######## block 1 ########
**Block 1: clock wiring as the flow saved it**

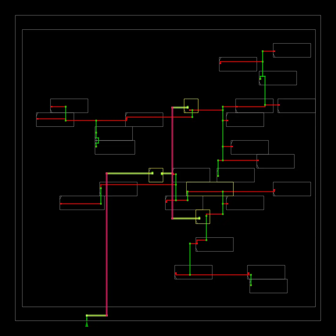

[config.mk]
export PLATFORM = sky130hd
export DESIGN_NAME = uart_tx_arbiter
export DESIGN_NICKNAME = d
export VERILOG_FILES = /design/src/rtl/uart_pkg.sv /design/src/rtl/rr_pick.sv /design/src/rtl/uart_tx_arbiter.sv
export SDC_FILE = /design/constraint.sdc
export NUM_CORES = 1
export LEC_CHECK = 0
export CORE_UTILIZATION = 43
export CTS_CLUSTER_DIAMETER = 150
export DETAILED_ROUTE_END_ITERATION = 10
export GPL_ROUTABILITY_DRIVEN = 1
export PLACE_DENSITY = 0.8
export SYNTH_ARGS = -nofsm -noshare
export SYNTH_HDL_FRONTEND = slang
export SYNTH_HIERARCHICAL = 1
export SYNTH_SLANG_ARGS = --single-unit
[constraint.sdc]
create_clock -name clk -period 2.44 [get_ports clk]
set_input_delay 0.488 -clock clk [delete_from_list [all_inputs] [get_ports clk]]
set_output_delay 0.488 -clock clk [all_outputs]
set_load 0.1 [all_outputs]
[src/rtl/uart_pkg.sv]
`default_nettype none
// +----------------------------------------------------------------------------+
// | Package   : uart_pkg                                                       |
// | Purpose   : Shared UART-side constants, arbiter state encoding, helpers.   |
// | Revision  : 1.0  initial release                                           |
// +----------------------------------------------------------------------------+
package uart_pkg;

  localparam int BYTE_W        = 8;
  localparam int START_TMO_DEF = 8;

  typedef enum logic [1:0] {
    ST_IDLE       = 2'd0,
    ST_SEND       = 2'd1,
    ST_WAIT_START = 2'd2,
    ST_WAIT_DONE  = 2'd3
  } arb_state_t;

  function automatic int wrap_inc(input int idx, input int n);
    return (idx + 1 >= n) ? 0 : idx + 1;
  endfunction

endpackage
`default_nettype wire

[src/rtl/rr_pick.sv]
`default_nettype none
// +----------------------------------------------------------------------------+
// | Module    : rr_pick                                                        |
// | Purpose   : Combinational round-robin picker with an optional owner lock.  |
// | Revision  : 1.0  initial release                                           |
// +----------------------------------------------------------------------------+
module rr_pick
  import uart_pkg::*;
#(
  parameter int N     = 4,
  parameter int PTR_W = 2
) (
  input  logic [N-1:0]     req,
  input  logic [PTR_W-1:0] ptr,
  input  logic             lock,
  input  logic [PTR_W-1:0] lock_id,
  output logic             found,
  output logic [PTR_W-1:0] g
);

  logic [PTR_W-1:0] w_idx;

  // A lock whose owner has gone quiet falls through to a normal scan.
  always_comb begin
    found = 1'b0;
    g     = '0;
    w_idx = '0;
    if (lock && req[lock_id]) begin
      found = 1'b1;
      g     = lock_id;
    end else begin
      for (int k = N - 1; k >= 0; k--) begin
        w_idx = PTR_W'((int'(ptr) + k) % N);
        if (req[w_idx]) begin
          found = 1'b1;
          g     = w_idx;
        end
      end
    end
  end

endmodule
`default_nettype wire

[src/rtl/uart_tx_arbiter.sv]
`default_nettype none
// +----------------------------------------------------------------------------+
// | Module    : uart_tx_arbiter                                                |
// | Purpose   : Byte-granular round-robin sharing of one UART transmitter,     |
// |             with frame lock and start-of-byte timeout.                     |
// | Revision  : 1.0  initial release                                           |
// +----------------------------------------------------------------------------+
module uart_tx_arbiter
  import uart_pkg::*;
#(
  parameter int N_REQ     = 4,
  parameter int START_TMO = START_TMO_DEF,
  parameter int PTR_W     = 2
) (
  input  logic                    clk,
  input  logic                    rst,
  input  logic [N_REQ-1:0]        req,
  input  logic [BYTE_W*N_REQ-1:0] dat,
  input  logic [N_REQ-1:0]        last,
  output logic [N_REQ-1:0]        ack,
  output logic                    uart_wr,
  output logic [BYTE_W-1:0]       uart_dat,
  input  logic                    uart_busy,
  output logic [PTR_W-1:0]        grant_id,
  output logic                    busy,
  output logic                    tmo_err
);

  localparam int CNT_W = (START_TMO > 1) ? $clog2(START_TMO) : 1;

  arb_state_t        r_state, w_state_nxt;
  logic [PTR_W-1:0]  r_ptr, w_ptr_nxt;
  logic              r_lock, w_lock_nxt;
  logic [CNT_W-1:0]  r_cnt, w_cnt_nxt;
  logic [N_REQ-1:0]  r_ack, w_ack_nxt;
  logic              r_wr, w_wr_nxt;
  logic [BYTE_W-1:0] r_dat, w_dat_nxt;
  logic [PTR_W-1:0]  r_gid, w_gid_nxt;
  logic              r_tmo, w_tmo_nxt;

  logic              w_found;
  logic [PTR_W-1:0]  w_g;
  logic [BYTE_W-1:0] w_dat_arr [N_REQ];

  for (genvar i = 0; i < N_REQ; i++) begin : g_unpack
    assign w_dat_arr[i] = dat[i*BYTE_W +: BYTE_W];
  end

  rr_pick #(
    .N     (N_REQ),
    .PTR_W (PTR_W)
  ) u_pick (
    .req     (req),
    .ptr     (r_ptr),
    .lock    (r_lock),
    .lock_id (r_gid),
    .found   (w_found),
    .g       (w_g)
  );

  always_ff @(posedge clk) begin
    if (!rst) r_state <= ST_IDLE;
    else      r_state <= w_state_nxt;
  end

  always_ff @(posedge clk) begin
    if (!rst) begin
      r_ptr  <= '0;
      r_lock <= 1'b0;
      r_cnt  <= '0;
      r_ack  <= '0;
      r_wr   <= 1'b0;
      r_dat  <= '0;
      r_gid  <= '0;
      r_tmo  <= 1'b0;
    end else begin
      r_ptr  <= w_ptr_nxt;
      r_lock <= w_lock_nxt;
      r_cnt  <= w_cnt_nxt;
      r_ack  <= w_ack_nxt;
      r_wr   <= w_wr_nxt;
      r_dat  <= w_dat_nxt;
      r_gid  <= w_gid_nxt;
      r_tmo  <= w_tmo_nxt;
    end
  end

  always_comb begin
    w_state_nxt = r_state;
    w_ptr_nxt   = r_ptr;
    w_lock_nxt  = r_lock;
    w_cnt_nxt   = r_cnt;
    w_ack_nxt   = '0;
    w_wr_nxt    = 1'b0;
    w_dat_nxt   = r_dat;
    w_gid_nxt   = r_gid;
    w_tmo_nxt   = 1'b0;
    case (r_state)
      ST_IDLE: begin
        if (r_lock && !req[r_gid]) w_lock_nxt = 1'b0;
        if (!uart_busy && w_found) begin
          w_state_nxt    = ST_SEND;
          w_gid_nxt      = w_g;
          w_dat_nxt      = w_dat_arr[w_g];
          w_wr_nxt       = 1'b1;
          w_ack_nxt[w_g] = 1'b1;
          w_lock_nxt     = !last[w_g];
          if (last[w_g]) w_ptr_nxt = PTR_W'(wrap_inc(int'(w_g), N_REQ));
        end
      end
      ST_SEND: begin
        w_state_nxt = ST_WAIT_START;
        w_cnt_nxt   = '0;
      end
      ST_WAIT_START: begin
        if (uart_busy) begin
          w_state_nxt = ST_WAIT_DONE;
        end else if (r_cnt == CNT_W'(START_TMO - 1)) begin
          // The byte is dropped; move on so a dead UART cannot pin one requester.
          w_state_nxt = ST_IDLE;
          w_tmo_nxt   = 1'b1;
          w_lock_nxt  = 1'b0;
          w_ptr_nxt   = PTR_W'(wrap_inc(int'(r_gid), N_REQ));
        end else begin
          w_cnt_nxt = r_cnt + CNT_W'(1);
        end
      end
      ST_WAIT_DONE: begin
        if (!uart_busy) w_state_nxt = ST_IDLE;
      end
      default: w_state_nxt = ST_IDLE;
    endcase
  end

  assign ack      = r_ack;
  assign uart_wr  = r_wr;
  assign uart_dat = r_dat;
  assign grant_id = r_gid;
  assign tmo_err  = r_tmo;
  assign busy     = (r_state != ST_IDLE) | r_lock;

endmodule
`default_nettype wire
######## block 2 ########
## config.mk

```make
export PLATFORM = sky130hd
export DESIGN_NAME = priority_encoder_rr
export DESIGN_NICKNAME = d
export VERILOG_FILES = /design/src/rtl/priority_encoder_rr.sv
export SDC_FILE = /design/constraint.sdc
export NUM_CORES = 1
export LEC_CHECK = 0
export CORE_MARGIN = 1
export CORE_UTILIZATION = 40
export CTS_BUF_LIST = sky130_fd_sc_hd__clkbuf_16
export CTS_CLUSTER_DIAMETER = 100
export DETAILED_ROUTE_END_ITERATION = 7
export PLACE_DENSITY = 0.67
export SYNTH_ARGS = -nofsm -noshare
export SYNTH_HDL_FRONTEND = slang
export SYNTH_SLANG_ARGS = --single-unit
```

## constraint.sdc

```tcl
create_clock -name CLOCK_50 -period 6.6 [get_ports CLOCK_50]
set_input_delay 1.32 -clock CLOCK_50 [delete_from_list [all_inputs] [get_ports CLOCK_50]]
set_output_delay 1.32 -clock CLOCK_50 [all_outputs]
set_load 0.03 [all_outputs]
```

## src/rtl/priority_encoder_rr.sv

```systemverilog
// priority_encoder_rr
//   Registered priority encoder with selectable fixed-priority or round-robin
//   arbitration. A two-state output register (EMPTY/FULL) holds one encoded
//   winner at a time. The consumer drains it with a valid/ready handshake.
//
// Handshake: a result transfers on a rising edge where out_valid=1 and
//   out_ready=1. While out_valid=1 and out_ready=0, out_valid, out_idx and
//   out_onehot hold steady whatever req, en or mode do. A new sample (load) is
//   taken when en=1 and the register is EMPTY or is being drained that same
//   cycle, so a continuous stream has no bubbles.
//
// Ports
//   CLOCK_50    in   single clock, rising edge
//   resetn      in   synchronous active-low reset
//   en          in   sample enable
//   mode        in   0 = fixed priority (highest index wins), 1 = round-robin
//   req         in   N request bits
//   out_ready   in   consumer ready
//   out_valid   out  result held
//   out_idx     out  binary index of the winner
//   out_onehot  out  one-hot form of out_idx, zero while out_valid=0
//   ptr         out  round-robin pointer (debug / LEDs)
//   fsm_state   out  raw output-register state (0 = EMPTY, 1 = FULL)

module priority_encoder_rr #(
  parameter int N = 8,
  localparam int W = $clog2(N)
) (
  input  logic         CLOCK_50,
  input  logic         resetn,
  input  logic         en,
  input  logic         mode,
  input  logic [N-1:0] req,
  input  logic         out_ready,
  output logic         out_valid,
  output logic [W-1:0] out_idx,
  output logic [N-1:0] out_onehot,
  output logic [W-1:0] ptr,
  output logic         fsm_state
);

  typedef enum logic {
    EMPTY = 1'b0,
    FULL  = 1'b1
  } state_t;

  state_t state;
  state_t next_state;

  logic         load;
  logic         drain;
  logic         any_req;
  logic [W-1:0] rr_cand;
  logic [W-1:0] rr_win;
  logic         rr_found;
  logic [W-1:0] fp_win;
  logic [W-1:0] win;
  logic [N-1:0] win_onehot;

  assign any_req   = |req;
  assign load      = en && ((state == EMPTY) || out_ready);
  assign drain     = (state == FULL) && out_ready;
  assign out_valid = (state == FULL);
  assign fsm_state = state;

  // Round-robin scan: start at ptr and walk upward. Adding in W bits wraps
  // N-1 -> 0 for free because N is a power of two.
  always_comb begin
    rr_cand  = ptr;
    rr_win   = ptr;
    rr_found = 1'b0;
    for (int i = 0; i < N; i++) begin
      rr_cand = ptr + W'(i);
      if (!rr_found && req[rr_cand]) begin
        rr_win   = rr_cand;
        rr_found = 1'b1;
      end
    end
  end

  // Fixed priority: the last set bit seen in an upward scan is the highest.
  always_comb begin
    fp_win = '0;
    for (int i = 0; i < N; i++) begin
      if (req[i]) fp_win = W'(i);
    end
  end

  always_comb begin
    win             = mode ? rr_win : fp_win;
    win_onehot      = '0;
    win_onehot[win] = 1'b1;
  end

  always_comb begin
    next_state = state;
    if (load) begin
      next_state = any_req ? FULL : EMPTY;
    end else if (drain) begin
      next_state = EMPTY;
    end
  end

  always_ff @(posedge CLOCK_50) begin
    if (!resetn) state <= EMPTY;
    else         state <= next_state;
  end

  // out_idx keeps its last winner when the register empties; only the
  // one-hot copy is cleared so it reads zero whenever out_valid is low.
  always_ff @(posedge CLOCK_50) begin
    if (!resetn) begin
      out_idx    <= '0;
      out_onehot <= '0;
      ptr        <= '0;
    end else if (load) begin
      if (any_req) begin
        out_idx    <= win;
        out_onehot <= win_onehot;
        if (mode) ptr <= win + W'(1);
      end else begin
        out_onehot <= '0;
      end
    end else if (drain) begin
      out_onehot <= '0;
    end
  end

endmodule

```

######## block 3 ########
<file path="config.mk">
export PLATFORM = sky130hd
export DESIGN_NAME = lcb_bank_arbiter
export DESIGN_NICKNAME = d
export VERILOG_FILES = /design/src/rtl/lcb_pkg.sv /design/src/rtl/rr_arbiter.sv /design/src/rtl/lcb_bank_arbiter.sv
export SDC_FILE = /design/constraint.sdc
export NUM_CORES = 1
export LEC_CHECK = 0
export CAP_MARGIN = 30
export CORE_ASPECT_RATIO = 1.75
export CORE_MARGIN = 2
export CORE_UTILIZATION = 42
export CTS_CLUSTER_DIAMETER = 120
export DETAILED_ROUTE_END_ITERATION = 7
export PLACE_DENSITY = 0.81
export SYNTH_ARGS = -nofsm -noshare
export SYNTH_HDL_FRONTEND = slang
export SYNTH_SLANG_ARGS = --single-unit
</file>
<file path="constraint.sdc">
create_clock -name clk -period 4.1 [get_ports clk]
set_clock_uncertainty 0.2 [all_clocks]
set_input_delay 0.82 -clock clk [delete_from_list [all_inputs] [get_ports clk]]
set_output_delay 0.82 -clock clk [all_outputs]
set_load 0.005 [all_outputs]
</file>
<file path="src/rtl/lcb_pkg.sv">
// lcb_pkg: shared widths, bank encoding and arbiter state encoding for the LCB write path
package lcb_pkg;
  localparam int LCB_AW = 10;
  localparam int LCB_DW = 12;
  localparam logic BANK_MEM2 = 1'b0;
  localparam logic BANK_MEM1 = 1'b1;
  typedef enum logic [1:0] {ST_IDLE, ST_GRANT, ST_GUARD} state_t;
endpackage

</file>
<file path="src/rtl/rr_arbiter.sv">
// rr_arbiter: picks the first request at or after the pointer and returns the pointer past it
module rr_arbiter #(
  parameter int N_REQ = 4
) (
  input  logic [N_REQ-1:0]         req,
  input  logic [$clog2(N_REQ)-1:0] ptr,
  output logic [N_REQ-1:0]         gnt,
  output logic [$clog2(N_REQ)-1:0] nxt
);
  localparam int PW = $clog2(N_REQ);
  logic [PW-1:0] idx;
  logic hit;
  always_comb begin
    gnt = '0;
    nxt = ptr;
    hit = 1'b0;
    idx = '0;
    for (int i = 0; i < N_REQ; i++) begin
      idx = PW'((int'(ptr) + i) % N_REQ);
      if (!hit && req[idx]) begin
        hit = 1'b1;
        gnt[idx] = 1'b1;
        nxt = PW'((int'(idx) + 1) % N_REQ);
      end
    end
  end
endmodule

</file>
<file path="src/rtl/lcb_bank_arbiter.sv">
// lcb_bank_arbiter: round-robin LCB write arbitration into ping-pong frame buffers with guarded bank swap
module lcb_bank_arbiter import lcb_pkg::*; #(
  parameter int N_REQ = 4,
  parameter int AW = LCB_AW,
  parameter int DW = LCB_DW,
  parameter int GUARD = 4
) (
  input  logic                clk,
  input  logic                reset,
  input  logic                iSwitch,
  input  logic [N_REQ-1:0]    iReq,
  input  logic [N_REQ*AW-1:0] iAddr,
  input  logic [N_REQ*DW-1:0] iData,
  output logic [N_REQ-1:0]    oAck,
  output logic [AW-1:0]       oAddr,
  output logic [DW-1:0]       oData,
  output logic                oMem1We,
  output logic                oMem2We,
  output logic                oBank,
  output logic                oGuard,
  output logic [AW-1:0]       oWrCnt,
  output logic [AW-1:0]       oLastCnt
);
  localparam int PW = $clog2(N_REQ);
  state_t state, state_nxt;
  logic sw_s1, sw_s2, sw_h, swap;
  logic [3:0] gcnt;
  logic guard_done, grant_en, grant, we;
  logic [PW-1:0] ptr, ptr_nxt;
  logic [N_REQ-1:0] gnt;
  logic [AW-1:0] sel_addr;
  logic [DW-1:0] sel_data;
  assign swap = sw_s2 ^ sw_h;
  assign guard_done = state == ST_GUARD && !swap && gcnt == 4'(GUARD - 1);
  assign grant_en = !reset && state != ST_GUARD && !swap;
  assign grant = |gnt;
  assign oAck = gnt;
  rr_arbiter #(.N_REQ(N_REQ)) u_rr (
    .req(iReq & {N_REQ{grant_en}}),
    .ptr(ptr),
    .gnt(gnt),
    .nxt(ptr_nxt)
  );
  always_comb begin
    sel_addr = '0;
    sel_data = '0;
    for (int k = 0; k < N_REQ; k++) begin
      if (gnt[k]) begin
        sel_addr = iAddr[k*AW +: AW];
        sel_data = iData[k*DW +: DW];
      end
    end
  end
  always_ff @(posedge clk) begin
    sw_s1 <= reset ? 1'b0 : iSwitch;
    sw_s2 <= reset ? 1'b0 : sw_s1;
    sw_h <= reset ? 1'b0 : sw_s2;
    gcnt <= (reset || swap || state != ST_GUARD) ? '0 : gcnt + 1'b1;
  end
  always_ff @(posedge clk) begin
    state <= reset ? ST_IDLE : state_nxt;
  end
  always_comb begin
    state_nxt = swap ? ST_GUARD
              : state == ST_GUARD ? (guard_done ? ST_IDLE : ST_GUARD)
              : (|iReq ? ST_GRANT : ST_IDLE);
  end
  always_comb begin
    oGuard = state == ST_GUARD;
    oMem1We = we && oBank == BANK_MEM1;
    oMem2We = we && oBank == BANK_MEM2;
  end
  always_ff @(posedge clk) begin
    if (reset) begin
      we <= 1'b0;
      ptr <= '0;
      oAddr <= '0;
      oData <= '0;
      oBank <= BANK_MEM2;
      oWrCnt <= '0;
      oLastCnt <= '0;
    end else begin
      we <= grant;
      if (grant) begin
        ptr <= ptr_nxt;
        oAddr <= sel_addr;
        oData <= sel_data;
        oWrCnt <= &oWrCnt ? oWrCnt : oWrCnt + 1'b1;
      end
      if (guard_done) begin
        oBank <= sw_s2;
        oLastCnt <= oWrCnt;
        oWrCnt <= '0;
      end
    end
  end
endmodule

</file>
**Block 2: drive-strength map**

Bar = 20 microns.
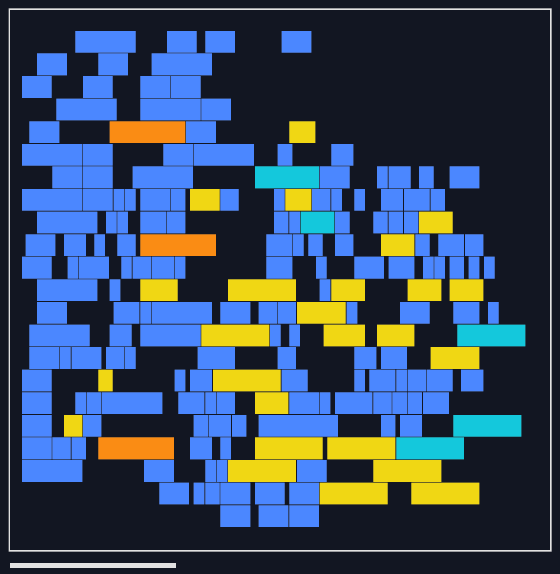
[cyan] drive 3 to 4 | cells: 5 | share: 2.6% | most used: mux2i_4
[yellow] drive 2 | cells: 25 | share: 13% | most used: mux4_2
[blue] drive 1 or less | cells: 161 | share: 83% | most used: clkdlybuf4s50_1
[orange] drive 6 and up | cells: 3 | share: 1.5% | most used: clkbuf_16
Non-clock buffers: 28
final setup margin: 2.49 ns
Layout area overhead: 22.9%
post-route cell area: 1950 sq um

==> impl_metrics.py, block 2 <==
# Synthesis and PnR figures
metrics = {
    "placed_design": {
        "routabilityCongestion": 0.891,
        "placed_cells": 238,
    },
    "status": {
        "outcome": "complete, no violations",
    },
    "logic_synthesis": {
        "synth-edff-count": 0,
        "synth_area_sq_um": 1590,
        "simple_gate_share_pct": 17.0,
        "aoi_share_pct": 25.4,
    },
    "clocking": {
        "cts_setup_buffers": 0,
        "cts_buffers": 3,
    },
    "layout": {
        "diodes": 0,
        "lay_top_count": "clkdlybuf4s50_1",
        "layout.nets": 210,
    },
    "power_and_ir_drop": {
        "power_leader": "combinational logic",
        "p_leak_nw": 0.686,
    },
    "floorplanning": {
        "initCoreUtil_pct": 42.4,
    },
    "final_timing": {
        "max_freq_mhz": 243,
    },
    "global_route": {
        "grt_max_degree": 22,
    },
    "detailed_routing": {
        "via_count": 1498,
    },
}
## block 2: state kept, by name, summed over array words and instances, names as in the netlist
| name | cells |
|---|---|
| fsm_state | 1 |
| out_idx | 3 |
| out_onehot | 8 |
| ptr | 3 |
## block 2: synth_stat cells, drive strengths merged (2+ instances only)
library cell	count
a31oi	2
mux4	10
o31ai	2
a21oi	9
o22ai	3
ha	2
inv	10
a22o	3
o221ai	3
xnor2	3
or2	2
o211ai	6
nor2	14
and3	3
mux2i	11
nand2	14
clkbuf	2
a22oi	2
or3	2
nand2b	3
nand3	5
nor3	5
a32o	9
dfxtp	15
buf	8
o21ai	2
or4	2
mux2	5
xor2	3
a211oi	2
## block 2: cell families after synthesis
logic type,count (synthesis)
and+or+nand+nor,54
AOI/OAI and AO/OA,49
muxes,26
buffers and inverters,20
DFF,15
xor gates and xnor gates,6
adders and majority gates,2
## block 2: routing by layer
| metal | part of all wire (%) | track usage, % | vias to the layer above |
|---|---|---|---|
| li1 | - | - | 718 |
| met1 | 45 | 25.8 | 742 |
| met2 | 50 | 35.7 | 35 |
| met3 | 3.5 | 2.82 | 3 |
| met4 | 0.95 | 7.34 | 0 |
| met5 | 0 | 0 | - |
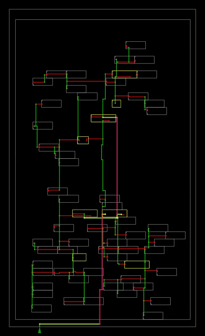
**Above:** block 3 (clock wiring as the flow saved it).
cts bufs inserted: 5
clk pwr: 0.450 mW

==> impl_metrics.py, block 3 <==
# Synthesis and PnR figures
metrics = {
    "clocking": {
        "clk_pin_slew_ns": 0.07,
        "htreeDepth": 2,
        "clock_latency_ns": 0.29,
    },
    "status": {
        "outcome": "complete, no violations",
    },
    "logic_synthesis": {
        "ys.flop_type": "dfxtp_1",
        "syn_area_per_cell_sq_um": 8.65,
        "mux_share_pct": 7.45,
        "ys.flops": 55,
        "aoi_share_pct": 27.2,
        "largest_area_cell": "dfxtp_1",
        "synthCells": 361,
        "synth-edff-count": 0,
        "top_cell_area_share_pct": 35.2,
        "fp_nets": 466,
        "yosysWarningCount": 0,
    },
    "setup_path": {
        "crit_buf_inv": 4,
        "cp.arrival_ns": 3.00,
        "critical_path_class": "in2out",
        "worstSetupStartpointType": "primary input",
        "crit_path_max_fanout": 6,
    },
    "final_timing": {
        "fin_crit_ns": 4.02,
        "fin_setup_tns_ns": 0,
        "final-max-slew-violation-count": 0,
    },
    "layout": {
        "n_clock_buffer": 6,
        "diodes": 0,
        "largest_reg_flops": 12,
        "nNonClkInverters": 13,
        "flop_area_sq_um": 1100,
        "n_all_buffers": 173,
        "drive_above_1_share_pct": 11.4,
        "comb_share_pct": 38.0,
    },
    "detailed_routing": {
        "wl_met2_mm": 5.73,
        "avgViaCountPerCell": 5.76,
        "ant_nets": 0,
        "wl_per_cell_microns": 17.5,
    },
    "global_route": {
        "grt_pass1_vias": 3575,
        "antenna_found_initial": 0,
        "grt_first_pass_wirelength_mm": 17.0,
    },
    "floorplanning": {
        "coreArea_sq_um": 7230,
        "fp.dieH_microns": 118,
        "die-width_microns": 69.2,
        "rows": 41,
    },
    "power_and_ir_drop": {
        "peakVddDrop_mv": 0.333,
    },
    "job": {
        "warnings": 34,
    },
}
==> block 3: power breakdown <==
group / total (mW) / internal [mW] / switching (mW)
Clock: 0.450 / 0.249 / 0.202
Sequential: 0.726 / 0.649 / 0.0776
Combinational: 1.85 / 0.907 / 0.947
Total: 3.03 / 1.80 / 1.23
==> block 3: path summary, 6_finish.rpt <==
check,start,endpoint,cells past startpoint
worst max-delay path,iReq[3],oAck[1],8
worst max register to register,ptr[0]$_SDFFE_PP0P_,ptr[0]$_SDFFE_PP0P_,13
worst min register to register,gcnt[0]$_SDFF_PP0_,gcnt[0]$_SDFF_PP0_,1
worst min-delay path,gcnt[0]$_SDFF_PP0_,gcnt[0]$_SDFF_PP0_,1
==> block 3: metrics by stage <==
step           cells  total power [mW]  worst slack (ns)
2_1_floorplan    361              1.82             0.251
3_3_place_gp     592              2.49            -0.136
3_5_place_dp     592              2.53            -0.178
4_1_cts          602              3.01           -0.0739
5_1_grt          603              3.23          -0.00383
6_report         603              3.03            0.0766
==> block 3: what timing repair did <==
item | 4_1_cts | 5_1_grt
gates resized | 7 | 3
pin swaps | 5 | 2
setup buffers | 2 | 0
cloned | 0 | 1
setup endpoints to repair | 4 | 23
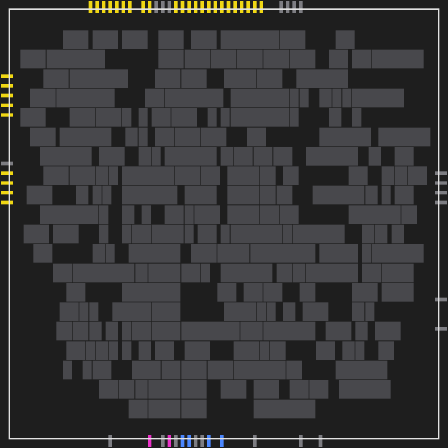
**Above:** block 1 (ports around the boundary).
Pins as bars across the die edge, other pins in gray.
[magenta] grant_id | pins: 2 | direction: output | edge: south
[blue] last | pins: 4 | direction: input | edge: south
[yellow] dat | pins: 32 | direction: input | edge: 23 north, 9 west

## Picture notes: 'clock wiring as the flow saved it' of block 1
clk_buf instances: 4
Setup Skew: 0.000851 ns
Latency at later pin: 0.32 ns
Flops: 24

==> impl_metrics.py, block 1 <==
# Synthesis and PnR figures
metrics = {
    "status": {
        "outcome": "complete, no violations",
    },
    "layout": {
        "syn_to_final_growth_pct": 50.4,
        "seqAreaFraction_pct": 22.4,
    },
    "global_route": {
        "grt_use_met1_pct": 24.7,
        "grt_remaining_overflow": 0,
    },
    "setup_path": {
        "worstSetupStartpointType": "primary input",
        "crit_required_ns": 2.69,
        "critical_path_class": "in2reg",
    },
    "job": {
        "cap_violations": 0,
    },
    "min_path": {
        "min_path_cells": 2,
    },
    "clocking": {
        "postCtsHoldBufs": 0,
        "tritoncts": "done",
        "htreeDepth": 1,
    },
    "floorplanning": {
        "initCoreUtil_pct": 46.1,
        "rows": 20,
        "die-width_microns": 59.9,
    },
    "final_timing": {
        "fin_ws_ns": 0.105,
        "whs_ns": 0.472,
    },
    "power_and_ir_drop": {
        "p_leak_nw": 0.918,
        "p_comb_mw": 0.612,
        "power.internal_mw": 0.806,
        "sw_frac_of_total_pct": 39.1,
    },
    "logic_synthesis": {
        "postSynthSeqShare_pct": 33.3,
        "largest_area_cell": "dfxtp_1",
    },
}
[block 1: placed cells by master (no fill, tap or decap), drive strengths merged]
master          n
nor4bb          1
or3             1
clkinv          1
o21a            1
o21ai           3
clkbuf          4
mux2i           2
nor3b           1
a21o            1
dlymetal6s2s    2
mux4           10
nor2b           2
o221ai          1
inv             4
and3            4
nor4b           2
nand2          29
a211oi          5
buf            30
ha              8
nor2            6
dfxtp          24
mux2            3
or4b            3
nor3            1
clkdlybuf4s50  40
nand3b          2
a21oi          18
nand2b          6
nand3           5
[block 1: stage by stage]
stage	TNS (ns)	instances	util, %	cell area [sq um]
after CTS	0	264	68.9	2160
after floorplan	0	152	-	1450
final	0	264	69.4	2170
after detailed placement	-2.69	260	67.4	2110
after global routing	0	264	69.4	2170
after global placement	-1.49	260	67.4	2110
[block 1: critical path: stages]
cell             delay (ns)
clkdlybuf4s50_1        0.48
mux2_1                 0.32
nand3b_1               0.12
o21a_1                 0.19
mux4_2                 0.56
a21o_1                 0.23
a211oi_2               0.20
[block 1: flip-flops by register name (all words and copies together) (netlist names)]
register and cells:
uart_dat 8, ack 4, r_cnt 3, grant_id 2, r_ptr 2, r_state 2
r_lock 1, tmo_err 1, uart_wr 1

######## block 4 ########
==> config.mk <==
export PLATFORM = sky130hd
export DESIGN_NAME = synapse
export DESIGN_NICKNAME = d
export VERILOG_FILES = /design/src/rtl/synapse.sv
export SDC_FILE = /design/constraint.sdc
export NUM_CORES = 1
export LEC_CHECK = 0
export CAP_MARGIN = 20
export CORE_MARGIN = 1
export CORE_UTILIZATION = 45
export DETAILED_ROUTE_END_ITERATION = 10
export GPL_TIMING_DRIVEN = 0
export HOLD_SLACK_MARGIN = 0.06
export PLACE_DENSITY = 0.69
export SLEW_MARGIN = 10
export SYNTH_ARGS = -nofsm -noshare
export SYNTH_HDL_FRONTEND = slang
export SYNTH_SLANG_ARGS = --single-unit
==> constraint.sdc <==
create_clock -name clock -period 16.6 [get_ports clock]
set_input_delay 4.15 -clock clock [delete_from_list [all_inputs] [get_ports clock]]
set_output_delay 4.15 -clock clock [all_outputs]
set_load 0.03 [all_outputs]
==> src/rtl/synapse.sv <==
// synapse: weighted-sum front end of one neuron, with an LMS
// weight update driven by the delta stream from the threshold unit.
module synapse #(
   parameter int N    = 2,
   parameter int RATE = 0
) (
   input  logic        clock,
   input  logic        reset,
   input  logic        train,
   input  logic        activation_valid,
   input  logic [7:0]  activation_data,
   output logic        activation_ready,
   output logic        argument_valid,
   output logic [15:0] argument_data,
   input  logic        argument_ready,
   input  logic        delta_valid,
   input  logic [15:0] delta_data,
   output logic        delta_ready
);
   localparam int IW = (N > 1) ? $clog2(N) : 1;
   localparam logic [IW-1:0] LAST = IW'(N - 1);

   typedef enum logic [1:0] {
      ACCUMULATE,
      ARGUMENT,
      DELTA,
      UPDATE
   } state_t;

   state_t             r_state;
   state_t             w_next;
   logic [IW-1:0]      r_idx;
   logic signed [31:0] r_acc;
   logic signed [15:0] r_w [N];
   logic [7:0]         r_x [N];
   logic signed [15:0] r_delta;

   logic               w_last;
   logic signed [24:0] w_prod;
   logic signed [24:0] w_dx;
   logic signed [24:0] w_inc;
   logic signed [25:0] w_upd;
   logic signed [31:0] w_sum;
   logic [15:0]        w_arg;
   logic [15:0]        w_wnew;

   function automatic logic [15:0] sat16(input logic signed [31:0] v);
      if (v > 32'sd32767)
         return 16'h7fff;
      else if (v < -32'sd32768)
         return 16'h8000;
      return v[15:0];
   endfunction

   assign w_last = (r_idx == LAST);
   // x is unsigned Q0.8, so it enters the signed multiply zero-extended
   assign w_prod = 25'(r_w[r_idx]) * 25'($signed({1'b0, activation_data}));
   assign w_dx   = 25'(r_delta) * 25'($signed({1'b0, r_x[r_idx]}));
   assign w_inc  = w_dx >>> (8 + RATE);
   assign w_upd  = 26'(r_w[r_idx]) + 26'(w_inc);
   assign w_sum  = r_acc >>> 8;
   assign w_arg  = sat16(w_sum);
   assign w_wnew = sat16(32'(w_upd));

   always_ff @(posedge clock) begin
      if (reset)
         r_state <= ACCUMULATE;
      else
         r_state <= w_next;
   end

   always_comb begin
      w_next = r_state;
      unique case (r_state)
         ACCUMULATE:
            if (activation_valid && w_last)
               w_next = ARGUMENT;
         ARGUMENT:
            if (argument_ready)
               w_next = train ? DELTA : ACCUMULATE;
         DELTA:
            if (delta_valid)
               w_next = UPDATE;
         UPDATE:
            if (w_last)
               w_next = ACCUMULATE;
         default:
            w_next = ACCUMULATE;
      endcase
   end

   always_comb begin
      activation_ready = 1'b0;
      argument_valid   = 1'b0;
      delta_ready      = 1'b0;
      argument_data    = 16'h0000;
      if (!reset) begin
         unique case (r_state)
            ACCUMULATE: activation_ready = 1'b1;
            ARGUMENT: begin
               argument_valid = 1'b1;
               argument_data  = w_arg;
            end
            DELTA:      delta_ready = 1'b1;
            default:    ;
         endcase
      end
   end

   always_ff @(posedge clock) begin
      if (reset) begin
         r_idx   <= '0;
         r_acc   <= '0;
         r_delta <= '0;
         for (int k = 0; k < N; k++) begin
            r_w[k] <= '0;
            r_x[k] <= '0;
         end
      end else begin
         unique case (r_state)
            ACCUMULATE:
               if (activation_valid) begin
                  r_x[r_idx] <= activation_data;
                  r_acc      <= r_acc + 32'(w_prod);
                  r_idx      <= w_last ? '0 : r_idx + 1'b1;
               end
            ARGUMENT:
               if (argument_ready)
                  r_acc <= '0;
            DELTA:
               if (delta_valid)
                  r_delta <= delta_data;
            UPDATE: begin
               r_w[r_idx] <= w_wnew;
               r_idx      <= w_last ? '0 : r_idx + 1'b1;
            end
            default: ;
         endcase
      end
   end
endmodule

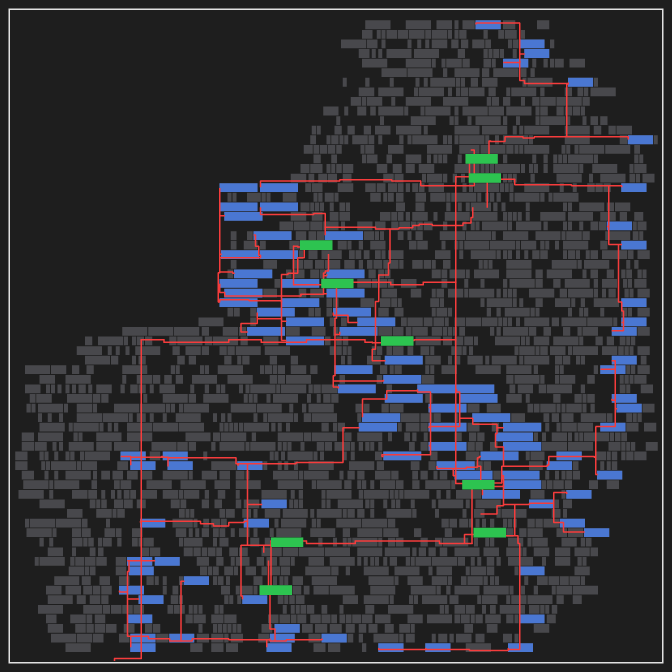
**Above:** block 4 (clock distribution).
[blue] flip-flops | count: 100
[green] cells driving clock nets | count: 9
[red] clock wires | length: 1820 microns
routed clock nets: 10
Setup Skew: 0.0121 ns
clk pwr: 0.236 mW
clock network power share: 10.9%
Latency at later pin: 0.38 ns

==> impl_metrics.py <==
# Synthesis and PnR figures
metrics = {
    "floorplanning": {
        "pin_count": 49,
        "rows": 66,
    },
    "setup_path": {
        "cp-end-kind": "primary output",
        "crit_required_ns": 12.45,
    },
    "final_timing": {
        "fin_crit_sh_pct": 64.2,
        "final-max-slew-violation-count": 0,
    },
    "detailed_routing": {
        "avgViaCountPerCell": 5.25,
        "drt_iter0_drc": 665,
    },
    "clocking": {
        "cts_buffers": 9,
        "cts.sinks": 100,
    },
    "power_and_ir_drop": {
        "p_comb_mw": 1.61,
        "switchingPower_mw": 1.08,
    },
    "layout": {
        "stdcell_count": 2176,
    },
    "logic_synthesis": {
        "largest_area_cell": "fa_1",
        "synth-edff-count": 48,
    },
    "status": {
        "outcome": "complete, no violations",
    },
}
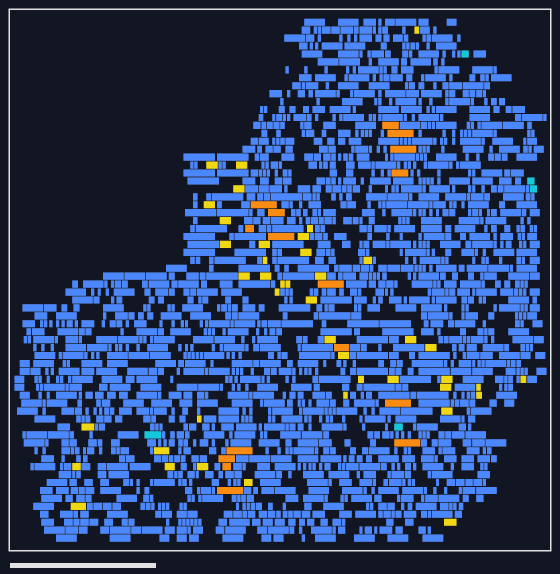
**Above:** block 4 (drive-strength map).
Bar = 50 microns.
[orange] drive 6 and up | cells: 16 | share: 0.92% | most used: clkbuf_16
[yellow] drive 2 | cells: 42 | share: 2.4% | most used: mux2_2
[cyan] drive 3 to 4 | cells: 5 | share: 0.29% | most used: buf_4
[blue] drive 1 or less | cells: 1671 | share: 96% | most used: inv_1
post-route cell area: 16400 sq um
Layout area overhead: 8.84%
Non-clock buffers: 109
final setup margin: 5.94 ns

state kept, by name, indices dropped and copies added, names as in the netlist, named ones only:
register	cells
r_delta	16
r_state	1
r_acc	32
r_x	16
r_idx	1
r_w	32
per-layer routing:
layer  global-route usage, %  part of all wire, %  up-vias  wire length [microns]
li1                        -                    -     5403                      -
met1                    29.3                   45     5710                  15800
met2                    37.0                   48      264                  16800
met3                    2.56                  4.3       43                   1500
met4                    6.35                  2.2        0                    765
met5                       0                    0        -                      0
path summary, 6_finish.rpt:
check | from | to
setup / recovery | reset | argument_data[12]
hold / removal | r_acc[4]$_SDFFE_PP0P_ | r_acc[4]$_SDFFE_PP0P_
setup reg to reg | flip-flop | r_w[0][5]$_SDFFCE_PN0P_
hold reg to reg | r_acc[4]$_SDFFE_PP0P_ | r_acc[4]$_SDFFE_PP0P_
logic make-up after synthesis:
group,count (synthesis)
compound gates,244
xor+xnor,57
fa+ha+maj,362
buf+inv,361
flops,100
mux,26
simple gates,522


==> screenshots <==
Ports around the boundary.
Pins as bars across the die edge, other pins in gray.
panel A
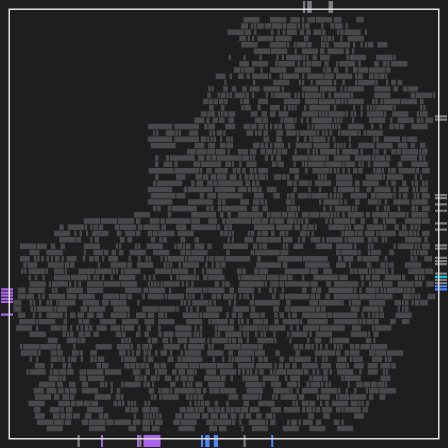
panel B
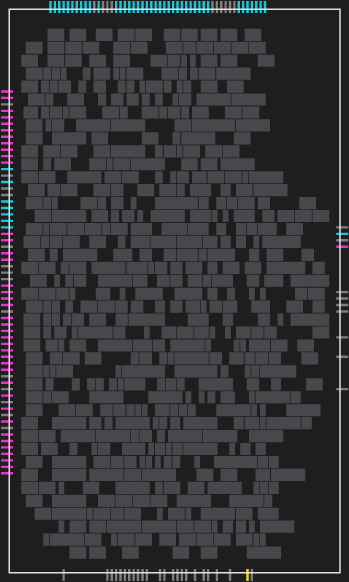
panel C
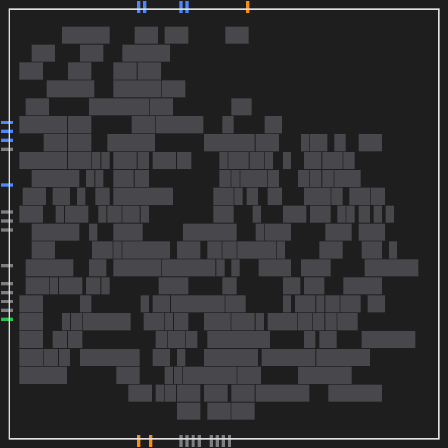
| picture | from |
|---|---|
| panel A | block 4 |
| panel B | block 3 |
| panel C | block 2 |
- most pins: panel B
- fewest pins: panel C

Power and IR drop assume default switching activity.
